==================== i2s_audio_tx
==> i2s_audio_tx/placement.png <==
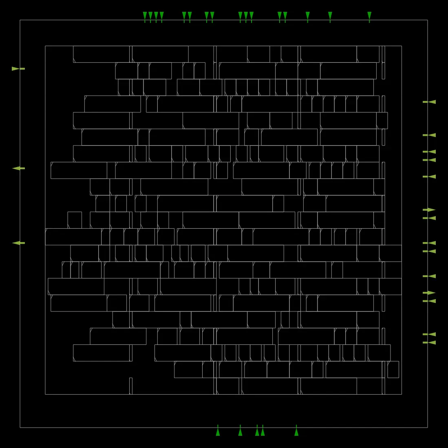

## src/rtl/i2s_audio_tx.sv

```systemverilog
// Philips-format I2S transmitter: derives SCK/WS from MasterCLK and serialises
// a 32-bit stereo word {Left[15:0], Right[15:0]} MSB first, one-bit WS delay.
// Optional feature macro: I2S_MUTE_EN adds a Mute input that zeroes the latched frame.
module i2s_audio_tx #(
    parameter int unsigned CLK_DIV = 4
) (
    input  logic        MasterCLK,
    input  logic        Reset,
`ifdef I2S_MUTE_EN
    input  logic        Mute,
`endif
    input  logic [31:0] InputData,
    output logic        SyncCLK,
    output logic        I2S_CLK,
    output logic        I2S_WS,
    output logic        I2S_DATA
);

    localparam int unsigned DIV_W   = 8;
    localparam int unsigned SLOT_W  = 5;
    localparam int unsigned FRAME_W = 32;
    localparam logic [DIV_W-1:0] DIV_LAST = DIV_W'(CLK_DIV - 1);

    logic [DIV_W-1:0]   div_q,   div_d;
    logic               sck_q,   sck_d;
    logic [SLOT_W-1:0]  slot_q,  slot_d;
    logic               ws_q,    ws_d;
    logic               data_q,  data_d;
    logic               sync_q,  sync_d;
    logic [FRAME_W-1:0] shift_q, shift_d;
    logic               rbit_q,  rbit_d;

    logic               wrap;
    logic               sck_fall;
    logic [FRAME_W-1:0] frame_in;

    // Frame source: muted frames latch silence instead of the sample
`ifdef I2S_MUTE_EN
    assign frame_in = Mute ? '0 : InputData;
`else
    assign frame_in = InputData;
`endif

    // Divider wrap marks an SCK edge; a wrap while SCK is high is a falling edge
    assign wrap     = (div_q == DIV_LAST);
    assign sck_fall = wrap & sck_q;

    // Next-state logic; slot_q holds the index of the slot the next fall starts
    always_comb begin
        div_d   = wrap ? '0 : div_q + DIV_W'(1);
        sck_d   = wrap ? ~sck_q : sck_q;
        slot_d  = slot_q;
        ws_d    = ws_q;
        data_d  = data_q;
        sync_d  = 1'b0;
        shift_d = shift_q;
        rbit_d  = rbit_q;
        if (sck_fall) begin
            slot_d = slot_q + SLOT_W'(1);
            ws_d   = slot_q[SLOT_W-1];
            if (slot_q == '0) begin
                // Delayed LSB of the previous right word, then load the new frame
                sync_d  = 1'b1;
                data_d  = rbit_q;
                shift_d = frame_in;
                rbit_d  = frame_in[0];
            end else begin
                data_d  = shift_q[FRAME_W-1];
                shift_d = {shift_q[FRAME_W-2:0], 1'b0};
            end
        end
    end

    // State registers, all cleared by the asynchronous active-low reset
    always_ff @(posedge MasterCLK or negedge Reset) begin
        if (!Reset) begin
            div_q   <= '0;
            sck_q   <= 1'b0;
            slot_q  <= '0;
            ws_q    <= 1'b0;
            data_q  <= 1'b0;
            sync_q  <= 1'b0;
            shift_q <= '0;
            rbit_q  <= 1'b0;
        end else begin
            div_q   <= div_d;
            sck_q   <= sck_d;
            slot_q  <= slot_d;
            ws_q    <= ws_d;
            data_q  <= data_d;
            sync_q  <= sync_d;
            shift_q <= shift_d;
            rbit_q  <= rbit_d;
        end
    end

    assign I2S_CLK  = sck_q;
    assign I2S_WS   = ws_q;
    assign I2S_DATA = data_q;
    assign SyncCLK  = sync_q;

endmodule

```

## config.mk

```make
export PLATFORM = sky130hd
export DESIGN_NAME = i2s_audio_tx
export DESIGN_NICKNAME = d
export VERILOG_FILES = /design/src/rtl/i2s_audio_tx.sv
export SDC_FILE = /design/constraint.sdc
export NUM_CORES = 1
export LEC_CHECK = 0
export CORE_MARGIN = 4
export CORE_UTILIZATION = 67
export DETAILED_ROUTE_END_ITERATION = 10
export DONT_BUFFER_PORTS = 1
export PLACE_DENSITY = 0.9
export SYNTH_ARGS = -nofsm -noshare
export SYNTH_HDL_FRONTEND = slang
export SYNTH_SLANG_ARGS = --single-unit
```

## constraint.sdc

```tcl
create_clock -name MasterCLK -period 3.76 [get_ports MasterCLK]
set_input_delay 0.752 -clock MasterCLK [delete_from_list [all_inputs] [get_ports MasterCLK]]
set_output_delay 0.752 -clock MasterCLK [all_outputs]
set_load 0.05 [all_outputs]
```

==================== hdmi_pattern_gen
## config.mk

```make
export PLATFORM = sky130hd
export DESIGN_NAME = hdmi_pattern_gen
export DESIGN_NICKNAME = d
export VERILOG_FILES = /design/src/rtl/hdmi_pattern_gen.sv
export SDC_FILE = /design/constraint.sdc
export NUM_CORES = 1
export LEC_CHECK = 0
export CAP_MARGIN = 20
export CORE_AREA = 8 8 93 95
export DETAILED_ROUTE_END_ITERATION = 6
export DIE_AREA = 0 0 101 103
export DONT_BUFFER_PORTS = 1
export HOLD_SLACK_MARGIN = 0.08
export REMOVE_ABC_BUFFERS = 1
export SYNTH_ARGS = -nofsm -noshare
export SYNTH_HDL_FRONTEND = slang
export SYNTH_SLANG_ARGS = --single-unit
```

## constraint.sdc

```tcl
create_clock -name hdmi_clk -period 3.55 [get_ports hdmi_clk]
set_input_delay 0.5325 -clock hdmi_clk [delete_from_list [all_inputs] [get_ports hdmi_clk]]
set_output_delay 0.5325 -clock hdmi_clk [all_outputs]
set_load 0.05 [all_outputs]
```

## src/rtl/hdmi_pattern_gen.sv

```systemverilog
// Video timing and test-pattern generator with registered outputs (one-clock latency).
// Define HDMI_PATTERN_BORDER_EN to overlay a one-pixel white border on the active area.
module hdmi_pattern_gen #(
   parameter int H_ACTIVE = 64,
   parameter int H_FP     = 4,
   parameter int H_SYNC   = 8,
   parameter int H_BP     = 4,
   parameter int V_ACTIVE = 64,
   parameter int V_FP     = 2,
   parameter int V_SYNC   = 2,
   parameter int V_BP     = 2
) (
   input  logic       hdmi_clk,
   input  logic       rst,
   input  logic       enable,
   input  logic [1:0] pattern_sel,
   output logic       hdmi_de,
   output logic       hdmi_hs,
   output logic       hdmi_vs,
   output logic [7:0] hdmi_r,
   output logic [7:0] hdmi_g,
   output logic [7:0] hdmi_b,
   output logic       frame_start,
   output logic [7:0] frame_cnt
);

   localparam int H_TOTAL = H_ACTIVE + H_FP + H_SYNC + H_BP;
   localparam int V_TOTAL = V_ACTIVE + V_FP + V_SYNC + V_BP;
   localparam int HW      = $clog2(H_TOTAL);
   localparam int VW      = $clog2(V_TOTAL);
   localparam int BAR_W   = H_ACTIVE / 8;

   localparam logic [HW-1:0] H_LAST = HW'(H_TOTAL - 1);
   localparam logic [HW-1:0] H_ACT  = HW'(H_ACTIVE);
   localparam logic [HW-1:0] H_SS   = HW'(H_ACTIVE + H_FP);
   localparam logic [HW-1:0] H_SE   = HW'(H_ACTIVE + H_FP + H_SYNC);
   localparam logic [VW-1:0] V_LAST = VW'(V_TOTAL - 1);
   localparam logic [VW-1:0] V_ACT  = VW'(V_ACTIVE);
   localparam logic [VW-1:0] V_SS   = VW'(V_ACTIVE + V_FP);
   localparam logic [VW-1:0] V_SE   = VW'(V_ACTIVE + V_FP + V_SYNC);
`ifdef HDMI_PATTERN_BORDER_EN
   localparam logic [HW-1:0] H_ALAST = HW'(H_ACTIVE - 1);
   localparam logic [VW-1:0] V_ALAST = VW'(V_ACTIVE - 1);
`endif

   typedef enum logic {IDLE, RUN} state_t;

   state_t        state;
   state_t        state_nxt;
   logic [HW-1:0] hcnt;
   logic [VW-1:0] vcnt;
   logic [1:0]    pat;
   logic [7:0]    pat_val;
   logic          h_wrap;
   logic          f_wrap;
   logic          latch;

   logic          de_d;
   logic          hs_d;
   logic          vs_d;
   logic          fs_d;
   logic [23:0]   rgb_d;
   logic [7:0]    x8;
   logic [7:0]    y8;
   logic [2:0]    bar;

   assign h_wrap = (hcnt == H_LAST);
   assign f_wrap = h_wrap && (vcnt == V_LAST);
   assign latch  = enable && ((state == IDLE) || f_wrap);

   always_ff @(posedge hdmi_clk or posedge rst) begin
      if (rst) state <= IDLE;
      else     state <= state_nxt;
   end

   always_comb begin
      state_nxt = state;
      unique case (state)
         IDLE:    if (enable) state_nxt = RUN;
         RUN:     if (f_wrap && !enable) state_nxt = IDLE;
         default: state_nxt = IDLE;
      endcase
   end

   always_ff @(posedge hdmi_clk or posedge rst) begin
      if (rst) begin
         hcnt <= '0;
         vcnt <= '0;
      end else if (state == RUN) begin
         if (h_wrap) begin
            hcnt <= '0;
            vcnt <= (vcnt == V_LAST) ? '0 : vcnt + VW'(1);
         end else begin
            hcnt <= hcnt + HW'(1);
         end
      end else begin
         hcnt <= '0;
         vcnt <= '0;
      end
   end

   // pat_val is the count this frame's start will produce
   always_ff @(posedge hdmi_clk or posedge rst) begin
      if (rst) begin
         pat     <= '0;
         pat_val <= '0;
      end else if (latch) begin
         pat     <= pattern_sel;
         pat_val <= frame_cnt + 8'd1;
      end
   end

   always_comb begin
      x8    = 8'(hcnt);
      y8    = 8'(vcnt);
      bar   = 3'(hcnt / HW'(BAR_W));
      de_d  = 1'b0;
      hs_d  = 1'b0;
      vs_d  = 1'b0;
      fs_d  = 1'b0;
      rgb_d = '0;
      if (state == RUN) begin
         de_d = (hcnt < H_ACT) && (vcnt < V_ACT);
         hs_d = (hcnt >= H_SS) && (hcnt < H_SE);
         vs_d = (vcnt >= V_SS) && (vcnt < V_SE);
         fs_d = (hcnt == '0) && (vcnt == '0);
         if (de_d) begin
            unique case (pat)
               2'd0:    rgb_d = {{8{~bar[1]}}, {8{~bar[2]}}, {8{~bar[0]}}};
               2'd1:    rgb_d = {x8, y8, 8'h00};
               2'd2:    rgb_d = {24{x8[3] ^ y8[3]}};
               default: rgb_d = {3{pat_val}};
            endcase
`ifdef HDMI_PATTERN_BORDER_EN
            if ((hcnt == '0) || (hcnt == H_ALAST) ||
                (vcnt == '0) || (vcnt == V_ALAST))
               rgb_d = '1;
`endif
         end
      end
   end

   always_ff @(posedge hdmi_clk or posedge rst) begin
      if (rst) begin
         hdmi_de     <= 1'b0;
         hdmi_hs     <= 1'b0;
         hdmi_vs     <= 1'b0;
         hdmi_r      <= '0;
         hdmi_g      <= '0;
         hdmi_b      <= '0;
         frame_start <= 1'b0;
         frame_cnt   <= '0;
      end else begin
         hdmi_de     <= de_d;
         hdmi_hs     <= hs_d;
         hdmi_vs     <= vs_d;
         hdmi_r      <= rgb_d[23:16];
         hdmi_g      <= rgb_d[15:8];
         hdmi_b      <= rgb_d[7:0];
         frame_start <= fs_d;
         if (frame_start) frame_cnt <= frame_cnt + 8'd1;
      end
   end

endmodule

```

==================== ps2_key_fifo
--- config.mk ---
export PLATFORM = sky130hd
export DESIGN_NAME = ps2_key_fifo
export DESIGN_NICKNAME = d
export VERILOG_FILES = /design/src/rtl/ps2_key_fifo.sv
export SDC_FILE = /design/constraint.sdc
export NUM_CORES = 1
export LEC_CHECK = 0
export CAP_MARGIN = 20
export CORE_MARGIN = 8
export CORE_UTILIZATION = 30
export CTS_CLUSTER_SIZE = 12
export DETAILED_ROUTE_END_ITERATION = 8
export GPL_ROUTABILITY_DRIVEN = 0
export GPL_TIMING_DRIVEN = 0
export HOLD_SLACK_MARGIN = 0.05
export PLACE_DENSITY_LB_ADDON = 0.12
export SLEW_MARGIN = 5
export SYNTH_ARGS = -nofsm -noshare
export SYNTH_HDL_FRONTEND = slang
export SYNTH_SLANG_ARGS = --single-unit
--- constraint.sdc ---
create_clock -name inclock -period 4.65 [get_ports inclock]
set_input_delay 1.1625 -clock inclock [delete_from_list [all_inputs] [get_ports inclock]]
set_output_delay 1.1625 -clock inclock [all_outputs]
set_load 0.02 [all_outputs]
--- src/rtl/ps2_key_fifo.sv ---
// ps2_key_fifo
//   Turns the PS/2 Set-2 scan-code byte stream into ASCII characters and
//   queues them in a small show-ahead FIFO for a memory-mapped CPU port.
//   The E0 (extended) and F0 (break) prefixes are parsed, and the Shift and
//   Caps Lock state is tracked to pick the letter case.
//
// Ports
//   inclock            system clock, rising edge
//   reset              synchronous, active-high reset
//   ps2_key_data       scan-code byte, valid while ps2_received_data is high
//   ps2_received_data  one-cycle byte strobe
//   rd_en              pop request from the CPU port
//   key_ascii          FIFO head character, 8'h00 when empty
//   key_valid          FIFO not empty
//   key_count          number of queued characters, 0..DEPTH
//   overflow           sticky, a character was dropped because the FIFO was full
//   shift_held         left or right Shift currently down
//   caps_lock          Caps Lock toggle state
module ps2_key_fifo #(
  parameter int DEPTH  = 8,
  parameter int ADDR_W = 3
) (
  input  logic              inclock,
  input  logic              reset,
  input  logic [7:0]        ps2_key_data,
  input  logic              ps2_received_data,
  input  logic              rd_en,
  output logic [7:0]        key_ascii,
  output logic              key_valid,
  output logic [ADDR_W:0]   key_count,
  output logic              overflow,
  output logic              shift_held,
  output logic              caps_lock
);

  localparam logic [ADDR_W:0] CNT_FULL = (ADDR_W+1)'(DEPTH);
  localparam logic [ADDR_W:0] CNT_ONE  = (ADDR_W+1)'(1);

  typedef enum logic [1:0] {
    IDLE    = 2'd0,
    EXT     = 2'd1,
    BRK     = 2'd2,
    EXT_BRK = 2'd3
  } state_t;

  state_t              state;
  logic                lshift;
  logic                rshift;

  logic [7:0]          mem [DEPTH];
  logic [ADDR_W-1:0]   wr_ptr;
  logic [ADDR_W-1:0]   rd_ptr;
  logic [ADDR_W:0]     count;

  logic                push_req;
  logic [7:0]          push_char;
  logic                push_ok;
  logic                pop;

  // Make code to ASCII; letters come back uppercase when upper is set.
  // Every code not in the table (including prefixes and status bytes such
  // as E1, AA, FA, EE, FE) maps to 0, which means "nothing to push".
  function automatic logic [7:0] xlate(input logic [7:0] b, input logic upper);
    logic [7:0] c;
    c = 8'h00;
    case (b)
      8'h1C: c = "a";  8'h32: c = "b";  8'h21: c = "c";  8'h23: c = "d";
      8'h24: c = "e";  8'h2B: c = "f";  8'h34: c = "g";  8'h33: c = "h";
      8'h43: c = "i";  8'h3B: c = "j";  8'h42: c = "k";  8'h4B: c = "l";
      8'h3A: c = "m";  8'h31: c = "n";  8'h44: c = "o";  8'h4D: c = "p";
      8'h15: c = "q";  8'h2D: c = "r";  8'h1B: c = "s";  8'h2C: c = "t";
      8'h3C: c = "u";  8'h2A: c = "v";  8'h1D: c = "w";  8'h22: c = "x";
      8'h35: c = "y";  8'h1A: c = "z";
      8'h45: c = "0";  8'h16: c = "1";  8'h1E: c = "2";  8'h26: c = "3";
      8'h25: c = "4";  8'h2E: c = "5";  8'h36: c = "6";  8'h3D: c = "7";
      8'h3E: c = "8";  8'h46: c = "9";
      8'h29: c = 8'h20;
      8'h5A: c = 8'h0D;
      8'h66: c = 8'h08;
      default: c = 8'h00;
    endcase
    if (upper && (c >= 8'h61) && (c <= 8'h7A)) c = c - 8'h20;
    return c;
  endfunction

  assign shift_held = lshift | rshift;
  assign key_valid  = (count != '0);
  assign key_count  = count;
  assign key_ascii  = key_valid ? mem[rd_ptr] : 8'h00;

  // Character to push this cycle. Case uses the Shift/Caps state held
  // before the current byte, since the flags update on the same edge.
  always_comb begin
    push_req  = 1'b0;
    push_char = 8'h00;
    if (ps2_received_data) begin
      if (state == IDLE) begin
        push_char = xlate(ps2_key_data, shift_held ^ caps_lock);
        push_req  = (push_char != 8'h00);
      end else if ((state == EXT) && (ps2_key_data == 8'h5A)) begin
        push_char = 8'h0D;
        push_req  = 1'b1;
      end
    end
  end

  // A full FIFO still accepts a push when a pop frees the head slot.
  assign pop     = rd_en & key_valid;
  assign push_ok = push_req & ((count != CNT_FULL) | pop);

  // Parser stage: FSM and modifier flags, stepping only on byte strobes.
  always_ff @(posedge inclock) begin
    if (reset) begin
      state     <= IDLE;
      lshift    <= 1'b0;
      rshift    <= 1'b0;
      caps_lock <= 1'b0;
    end else if (ps2_received_data) begin
      case (state)
        IDLE: begin
          case (ps2_key_data)
            8'hE0: state <= EXT;
            8'hF0: state <= BRK;
            8'h12: lshift <= 1'b1;
            8'h59: rshift <= 1'b1;
            8'h58: caps_lock <= ~caps_lock;
            default: state <= IDLE;
          endcase
        end
        EXT: begin
          state <= (ps2_key_data == 8'hF0) ? EXT_BRK : IDLE;
        end
        BRK: begin
          if (ps2_key_data == 8'h12) lshift <= 1'b0;
          if (ps2_key_data == 8'h59) rshift <= 1'b0;
          state <= IDLE;
        end
        default: state <= IDLE;
      endcase
    end
  end

  // FIFO stage: pointers, occupancy and sticky overflow.
  always_ff @(posedge inclock) begin
    if (reset) begin
      wr_ptr   <= '0;
      rd_ptr   <= '0;
      count    <= '0;
      overflow <= 1'b0;
    end else begin
      if (push_ok) wr_ptr <= wr_ptr + 1'b1;
      if (pop)     rd_ptr <= rd_ptr + 1'b1;
      case ({push_ok, pop})
        2'b10:   count <= count + CNT_ONE;
        2'b01:   count <= count - CNT_ONE;
        default: count <= count;
      endcase
      if (push_req && !push_ok) overflow <= 1'b1;
    end
  end

  // Storage carries no reset; key_valid gates stale contents.
  always_ff @(posedge inclock) begin
    if (push_ok) mem[wr_ptr] <= push_char;
  end

endmodule

==================== controlador_varredura
### config.mk
export PLATFORM = sky130hd
export DESIGN_NAME = controlador_varredura
export DESIGN_NICKNAME = d
export VERILOG_FILES = /design/src/rtl/display_pkg.sv /design/src/rtl/contador_modulo.sv /design/src/rtl/controlador_varredura.sv
export SDC_FILE = /design/constraint.sdc
export NUM_CORES = 1
export LEC_CHECK = 0
export CORE_MARGIN = 2
export CORE_UTILIZATION = 52
export CTS_BUF_LIST = sky130_fd_sc_hd__clkbuf_4
export DETAILED_ROUTE_END_ITERATION = 8
export PLACE_DENSITY = 0.82
export SKIP_LAST_GASP = 1
export SYNTH_ARGS = -nofsm -noshare
export SYNTH_HDL_FRONTEND = slang
export SYNTH_SLANG_ARGS = --single-unit
export TNS_END_PERCENT = 10
### constraint.sdc
create_clock -name clock -period 2.67 [get_ports clock]
set_input_delay 0.534 -clock clock [delete_from_list [all_inputs] [get_ports clock]]
set_output_delay 0.534 -clock clock [all_outputs]
set_load 0.03 [all_outputs]
### src/rtl/display_pkg.sv
// Shared types and constants for the 4-digit multiplexed 7-segment display scanner.
package display_pkg;

   typedef enum logic [1:0] {
      ST_IDLE  = 2'd0,
      ST_SHOW  = 2'd1,
      ST_BLANK = 2'd2
   } estado_t;

   localparam int LARGURA_DIGITO = 2;
   localparam int NUM_DIGITOS    = 4;

   localparam logic [LARGURA_DIGITO-1:0] ULTIMO_DIGITO = LARGURA_DIGITO'(NUM_DIGITOS - 1);

endpackage

### src/rtl/contador_modulo.sv
// Wrapping up-counter; wraps to zero after the run-time value 'ultimo' or at MODULO-1,
// whichever comes first. 'terminal' flags the last count of the current run.
module contador_modulo #(
   parameter int LARGURA = 4,
   parameter int MODULO  = 16
) (
   input  logic               clock,
   input  logic               reset_n,
   input  logic               clear,
   input  logic               enable,
   input  logic [LARGURA-1:0] ultimo,
   output logic               terminal
);

   logic [LARGURA-1:0] r_contagem;
   logic               w_fim;

   assign w_fim    = (r_contagem == ultimo) || (r_contagem == LARGURA'(MODULO - 1));
   assign terminal = enable & w_fim;

   always_ff @(posedge clock or negedge reset_n) begin
      if (!reset_n) begin
         r_contagem <= '0;
      end else if (clear) begin
         r_contagem <= '0;
      end else if (enable) begin
         r_contagem <= w_fim ? '0 : r_contagem + LARGURA'(1);
      end
   end

endmodule

### src/rtl/controlador_varredura.sv
// Scan scheduler for a 4-digit multiplexed 7-seg display: SHOW/BLANK slots, frame-latched BCD.
// Optional macro BRILHO_PWM_EN adds a 4-bit brightness input that PWM-gates the SHOW interval.
module controlador_varredura
   import display_pkg::*;
#(
   parameter int DIV_DIGITO   = 12500,
   parameter int BLANK_CICLOS = 64
) (
   input  logic                      clock,
   input  logic                      reset_n,
   input  logic                      ligado,
`ifdef BRILHO_PWM_EN
   input  logic [3:0]                brilho,
`endif
   input  logic [3:0]                duzias_dezenas,
   input  logic [3:0]                duzias_unidades,
   input  logic [3:0]                rolhas_dezenas,
   input  logic [3:0]                rolhas_unidades,
   output logic [LARGURA_DIGITO-1:0] contador,
   output logic                      ligado_display,
   output logic [3:0]                dd_q,
   output logic [3:0]                du_q,
   output logic [3:0]                rd_q,
   output logic [3:0]                ru_q,
   output logic                      quadro,
   output logic [1:0]                estado_dbg
);

   localparam int MAX_PRE     = (DIV_DIGITO > BLANK_CICLOS) ? DIV_DIGITO : BLANK_CICLOS;
   localparam int LARGURA_PRE = (MAX_PRE > 1) ? $clog2(MAX_PRE) : 1;

   estado_t                   r_estado;
   logic [LARGURA_DIGITO-1:0] r_contador;
   logic                      r_ligado_display;
   logic                      r_quadro;
   logic [3:0]                r_dd, r_du, r_rd, r_ru;

   logic [LARGURA_PRE-1:0]    w_ultimo;
   logic                      w_terminal;
   logic                      w_clear;
   logic                      w_enable;
   logic                      w_captura;
   logic                      w_acende_inicio;
   logic                      w_acende_show;

   assign w_clear  = ~ligado | (r_estado == ST_IDLE);
   assign w_enable = (r_estado == ST_SHOW) | (r_estado == ST_BLANK);
   assign w_ultimo = (r_estado == ST_SHOW) ? LARGURA_PRE'(DIV_DIGITO - 1)
                                           : LARGURA_PRE'(BLANK_CICLOS - 1);

   // A frame is latched on enable and when the digit select wraps 3->0 entering BLANK.
   assign w_captura = ligado & ((r_estado == ST_IDLE) |
                      ((r_estado == ST_SHOW) & w_terminal & (r_contador == ULTIMO_DIGITO)));

   contador_modulo #(
      .LARGURA (LARGURA_PRE),
      .MODULO  (MAX_PRE)
   ) u_prescaler (
      .clock    (clock),
      .reset_n  (reset_n),
      .clear    (w_clear),
      .enable   (w_enable),
      .ultimo   (w_ultimo),
      .terminal (w_terminal)
   );

`ifdef BRILHO_PWM_EN
   logic [3:0] r_pwm;
   logic [3:0] w_pwm_prox;
   logic       w_entra_show;

   assign w_pwm_prox      = r_pwm + 4'd1;
   assign w_entra_show    = ligado & ((r_estado == ST_IDLE) | ((r_estado == ST_BLANK) & w_terminal));
   // The registered enable is computed for the pwm value the next SHOW cycle will hold.
   assign w_acende_inicio = (brilho != 4'd0);
   assign w_acende_show   = (brilho == 4'hF) | (w_pwm_prox < brilho);

   always_ff @(posedge clock or negedge reset_n) begin
      if (!reset_n) begin
         r_pwm <= '0;
      end else if (w_entra_show) begin
         r_pwm <= '0;
      end else if (r_estado == ST_SHOW) begin
         r_pwm <= w_pwm_prox;
      end
   end
`else
   assign w_acende_inicio = 1'b1;
   assign w_acende_show   = 1'b1;
`endif

   always_ff @(posedge clock or negedge reset_n) begin
      if (!reset_n) begin
         r_estado         <= ST_IDLE;
         r_contador       <= '0;
         r_ligado_display <= 1'b0;
         r_quadro         <= 1'b0;
         r_dd             <= '0;
         r_du             <= '0;
         r_rd             <= '0;
         r_ru             <= '0;
      end else begin
         r_quadro <= w_captura;
         if (w_captura) begin
            r_dd <= duzias_dezenas;
            r_du <= duzias_unidades;
            r_rd <= rolhas_dezenas;
            r_ru <= rolhas_unidades;
         end
         if (!ligado) begin
            r_estado         <= ST_IDLE;
            r_contador       <= '0;
            r_ligado_display <= 1'b0;
         end else begin
            case (r_estado)
               ST_IDLE: begin
                  r_estado         <= ST_SHOW;
                  r_contador       <= '0;
                  r_ligado_display <= w_acende_inicio;
               end
               ST_SHOW: begin
                  if (w_terminal) begin
                     r_estado         <= ST_BLANK;
                     r_contador       <= r_contador + LARGURA_DIGITO'(1);
                     r_ligado_display <= 1'b0;
                  end else begin
                     r_ligado_display <= w_acende_show;
                  end
               end
               ST_BLANK: begin
                  if (w_terminal) begin
                     r_estado         <= ST_SHOW;
                     r_ligado_display <= w_acende_inicio;
                  end else begin
                     r_ligado_display <= 1'b0;
                  end
               end
               default: begin
                  r_estado         <= ST_IDLE;
                  r_contador       <= '0;
                  r_ligado_display <= 1'b0;
               end
            endcase
         end
      end
   end

   assign contador       = r_contador;
   assign ligado_display = r_ligado_display;
   assign quadro         = r_quadro;
   assign dd_q           = r_dd;
   assign du_q           = r_du;
   assign rd_q           = r_rd;
   assign ru_q           = r_ru;
   assign estado_dbg     = r_estado;

endmodule


==> screenshots <==
Routed metal, one color a layer.
panel A
(2 px per um) Two of the layers only.
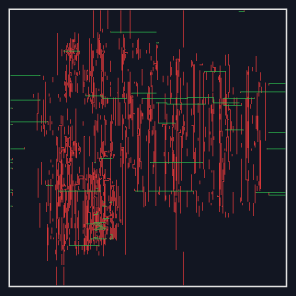
panel B
(3 px per um) Two of the layers only.
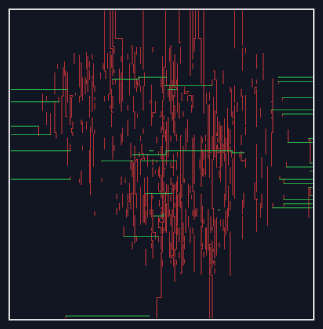
panel C
(4 px per um) Two of the layers only.
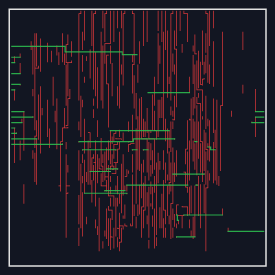
panel D
(4 px per um) Two of the layers only.
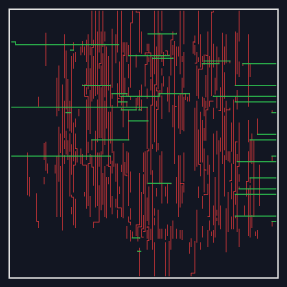
Panel C comes from controlador_varredura.
Panel B comes from hdmi_pattern_gen.
Panel D comes from i2s_audio_tx.
Panel A comes from ps2_key_fifo.
The one with the most wire is panel A.
The one with the largest die is panel A.

Key to panel C:
legend:
  green:
    layer: metal 3
    wire_length: 214 um
  red:
    layer: metal 2
    wire_length: 2130 um

==> hdmi_pattern_gen/io_placement.png <==
(4 px per um) Pins as bars across the die edge, other pins in gray.
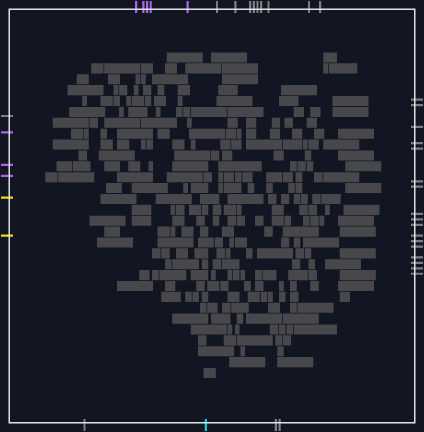
legend:
  cyan:
    port: enable
    pins: 1
    direction: input
    edge: south
  yellow:
    port: pattern_sel
    pins: 2
    direction: input
    edge: west
  purple:
    port: frame_cnt
    pins: 8
    direction: output
    edge: 5 north, 3 west
PortBufs: 0
Chip Width: 101 um
die height: 103 um

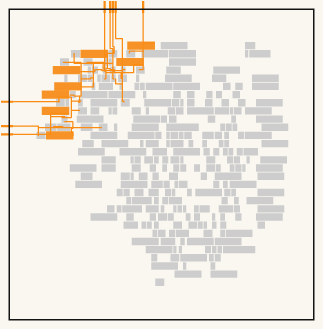
(hdmi_pattern_gen/io_fan.png)
(3 px per um)
legend:
  orange:
    port: frame_cnt
    bits: 8
    direction: output
    edge: 5 north, 3 west
    end_cells: 8
    buffers: 0
    wire: 354 um
Top Ports: 41

==> Slide: Implementation Results, hdmi_pattern_gen <==
Key Metrics from the Run

Outcome
  • Status: finished, final reports clean

Setup path
  • Worst-path cell chain: and3_1, a41o_1, mux2_1
  • Crit end category: flop
  • Critical path origin: hcnt[3]$_DFF_PP0_

Floorplan
  • Row cnt: 31

Pwr
  • Internal power: 1.18 mW
  • Leak pwr: 1.38 nW

Synthesis
  • Chip Area, Yosys: 2830 um^2

Timing
  • Minimum hold slack: 306 ps
  • Final setup fails: 0
  • Worst Skew: 9.03 ps
  • Setup TNS: 0 ps

Cells and area
  • Final Net Count: 274
  • FILL cells: 727

CTS
  • H-tree levels: 3

Route
  • Wire per inst: 16.0 um

Worst hold path
  • Hold path cells: 1
==> hdmi_pattern_gen: area by class of cell <==
cell class | instances | share of cell area
tap | 99 | 0.0392
clock buffer | 11 | 0.0480
timing repair buffer | 3 | 0.0119
inverter | 6 | 0.00713
sequential | 61 | 0.484
multi-input combinational | 182 | 0.384
clock inverter | 5 | 0.0262
==> hdmi_pattern_gen: through the flow <==
step	util	cells
5_1_grt	0.442	367
3_5_place_dp	0.405	349
3_3_place_gp	0.405	349
4_1_cts	0.438	365
2_1_floorplan	-	249
6_report	0.442	367
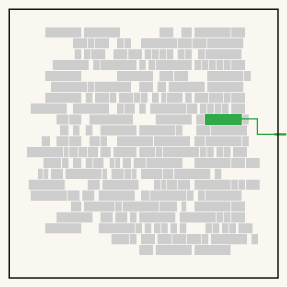
(i2s_audio_tx/io_fan.png)
(4 px per um)
legend:
  green:
    port: SyncCLK
    bits: 1
    direction: output
    edge: east
    end_cells: 1
    buffers: 0
    wire: 12.6 um
PortBufs: 0
Top Ports: 38

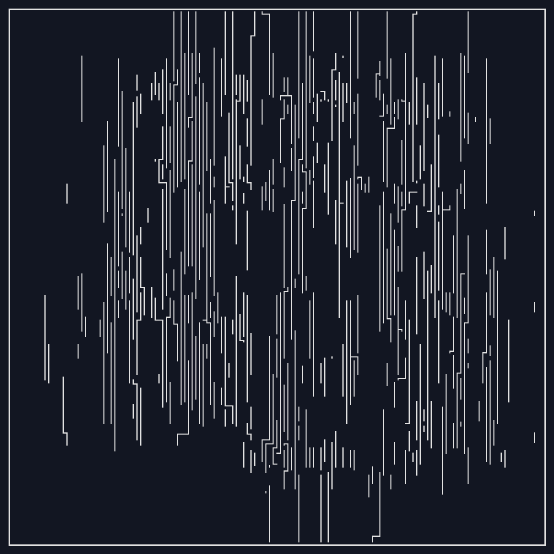
(i2s_audio_tx/layer_met2.png)
(8 px per um)
wire length on this layer: 2430 um
nets with wire on the layer: 207
longest straight run: 36.4 um
met2 usage: 0.368
WL final: 4620 um
DR vias: 1565

Notes on i2s_audio_tx/placement.png above:
registers: 50
Post-Route Utilization: 0.733
fraction of area in registers: 0.511

==> Slide: Implementation Results, i2s_audio_tx <==
Key Metrics from the Run

Outcome
  • Status: finished, final reports clean

Cells and area
  • Logic area: 1000 um^2
  • Non-clk bufs: 5

Synthesis
  • Post-Syn Instances: 210
  • Adder Area Share: 0.0162

Route
  • Vias per cell: 6.19
  • Met3 WL: 279 um

Pwr
  • Net Sw Frac: 0.215
  • Total Power: 902 uW

Timing
  • Final setup fails: 0
  • Worst Skew: 9.28 ps
  • Final hold vios: 0
  • Max-slew violation count: 0

Global route
  • Vias in the first global route: 1592
  • GRT overflow: 0
  • Met1 Usage GRT: 0.301

Floorplan
  • TAP cells: 46
  • Row cnt: 21

Setup path
  • Levels on crit path: 6
## i2s_audio_tx: logic make-up after synthesis
group / Yosys count
XOR/XNOR: 11
multiplexers: 34
flip-flops: 50
adder cells (fa/ha/maj): 3
AND/OR/NAND/NOR: 26
AND-OR/OR-AND: 66
buffers and inverters: 20
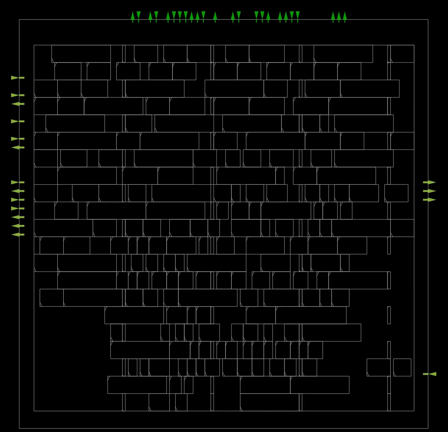
(controlador_varredura/placement.png)
core footprint: 3390 um^2
row cnt: 21
fraction of area in registers: 0.379
TAP cells: 46

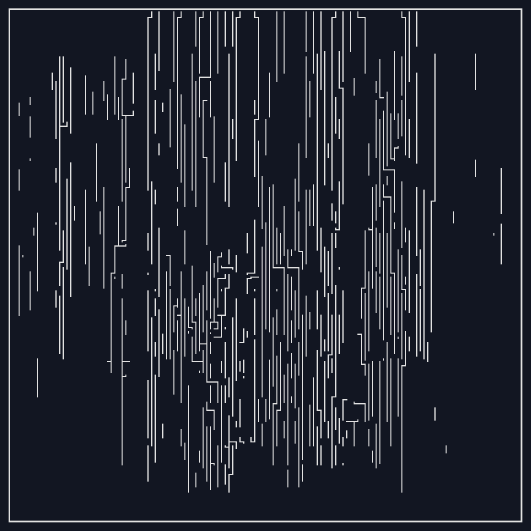
(controlador_varredura/layer_met2.png)
(8 px per um)
wire length on this layer: 2130 um
share of all routed wire: 52%
longest straight run: 24.5 um
WL final: 4120 um
DR vias: 1474
met2 usage: 0.362

==> Slide: Implementation Results, controlador_varredura <==
Key Metrics from the Run

Synthesis
  • Synth Cell Area: 1860 um^2
  • Comb area leader: simple AND/OR/NAND/NOR gates
  • Mean post-synth cell area: 11.2 um^2
  • Yosys warns: 0

Setup path
  • Critical path origin: estado_dbg[1]$_DFFE_PN0P_
  • Levels on crit path: 7
  • Slowest CP cell: a22oi_4
  • CP max FO: 17

Outcome
  • Status: finished, final reports clean

Cells and area
  • ANT cells: 0
  • Final Net Count: 234
  • Most flop-heavy register: u_prescaler.r_contagem
  • FILL cells: 238
  • Data buffer area share: 0.178
  • Fraction of area in multi-input gates: 0.378

CTS
  • Worst-path clk slew: 110 ps
  • CTS sink count: 36
  • H-tree levels: 2

Placed design
  • Gp weighted congestion: 0.819

Pwr
  • P_comb: 431 uW

Worst hold path
  • Hold path cells: 1

Global route
  • First-pass GRT wire length: 7120 um

Timing
  • Max-slew violation count: 0
## controlador_varredura: synthesized netlist by cell type (all sizes together) (2+ instances only)
library cell	instances	area, um^2
nor3b	2	15.0
nor2b	3	18.8
inv	5	18.8
nand3	13	65.1
o21ai	2	10.0
nand2	14	52.6
xnor2	2	17.5
a21oi	8	51.3
ha	6	75.1
and3	4	25.0
nand4	5	37.5
xor2	2	17.5
mux2	16	214
or3	4	25.0
nor2	10	37.5
or4	3	22.5
a31oi	5	31.3
nor4	2	27.5
o211ai	3	22.5
buf	4	32.5
clkbuf	3	11.3
dfrtp	36	901
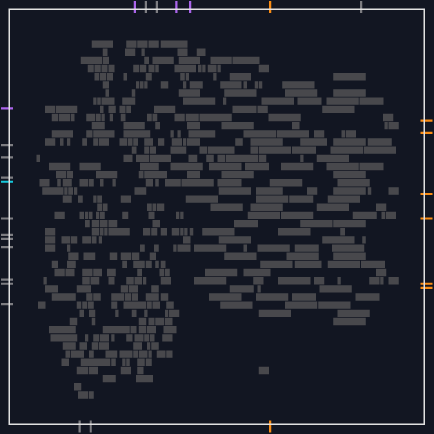
(ps2_key_fifo/io_placement.png)
(3 px per um) Pins as bars across the die edge, other pins in gray.
legend:
  orange:
    port: key_ascii
    pins: 8
    direction: output
    edge: 6 east, 1 north, 1 south
  purple:
    port: key_count
    pins: 4
    direction: output
    edge: 3 north, 1 west
  cyan:
    port: caps_lock
    pins: 1
    direction: output
    edge: west
all pins by edge: 12 west, 7 north, 6 east, 3 south
Chip Width: 138 um
PortBufs: 25

==> Slide: Implementation Results, ps2_key_fifo <==
Key Metrics from the Run

Synthesis
  • Area fraction in and, or, nand and nor cells: 0.166
  • Ao+oa area frac: 0.112
  • Yosys warns: 0

Cells and area
  • Top cells excl fill/tap: edfxtp_1 (64), nor2_1 (34), clkdlybuf4s50_1 (21)
  • Largest register FFs: 64
  • Design area: 5470 um^2
  • Fraction of area in registers: 0.421

Global route
  • First-pass GRT wire length: 18200 um
  • Largest net degree at the start of global routing: 15
  • Met2 usage: 0.196

Setup path
  • Slowest CP cell: mux4_2
  • Levels on crit path: 17
  • Critical path origin: ps2_key_data[1]
  • Worst reg-to-reg setup slack: 1460 ps
  • Worst-path cell chain: buf_4, clkinvlp_4, ha_4, mux4_2, nor3b_1, a221o_1, nor3_2, and3_4, a31o_4, nand2_1, inv_1, ha_1, a21o_1, a21oi_1, nor3_1, mux2i_1, mux2_1
  • Crit path kind: input port to flop
  • End of the worst register-to-register path: key_count[3]$_SDFFE_PP0P_

CTS
  • CTS sink count: 83
  • Clk root buf: clkbuf_16

Timing
  • Final hold vios: 0
  • Worst Skew: 4.95 ps
  • Minimum hold slack: 481 ps
  • Relative slew margins: 0.396

Route
  • Residual DRC count: 0
  • Wire per inst: 19.1 um

Job
  • OpenROAD warning count: 32

Outcome
  • Status: finished, final reports clean

Pwr
  • Logic pwr share: 0.329
  • Pwr dens: 445 nW/um^2
-- ps2_key_fifo: synthesized netlist by cell type, drive strengths merged (10+ instances only) --
library cell | count | area, um^2
edfxtp | 64 | 1920
nor2 | 35 | 131
dfxtp | 19 | 380
mux4 | 17 | 383
nand2 | 16 | 62.6
inv | 15 | 56.3
a21oi | 14 | 73.8
nand4 | 14 | 87.6
clkbuf | 13 | 48.8
mux2i | 13 | 130
o21ai | 13 | 65.1
ha | 12 | 150
nand3 | 10 | 50.1

No activity file was given, so power comes from the tool's default toggle rates.
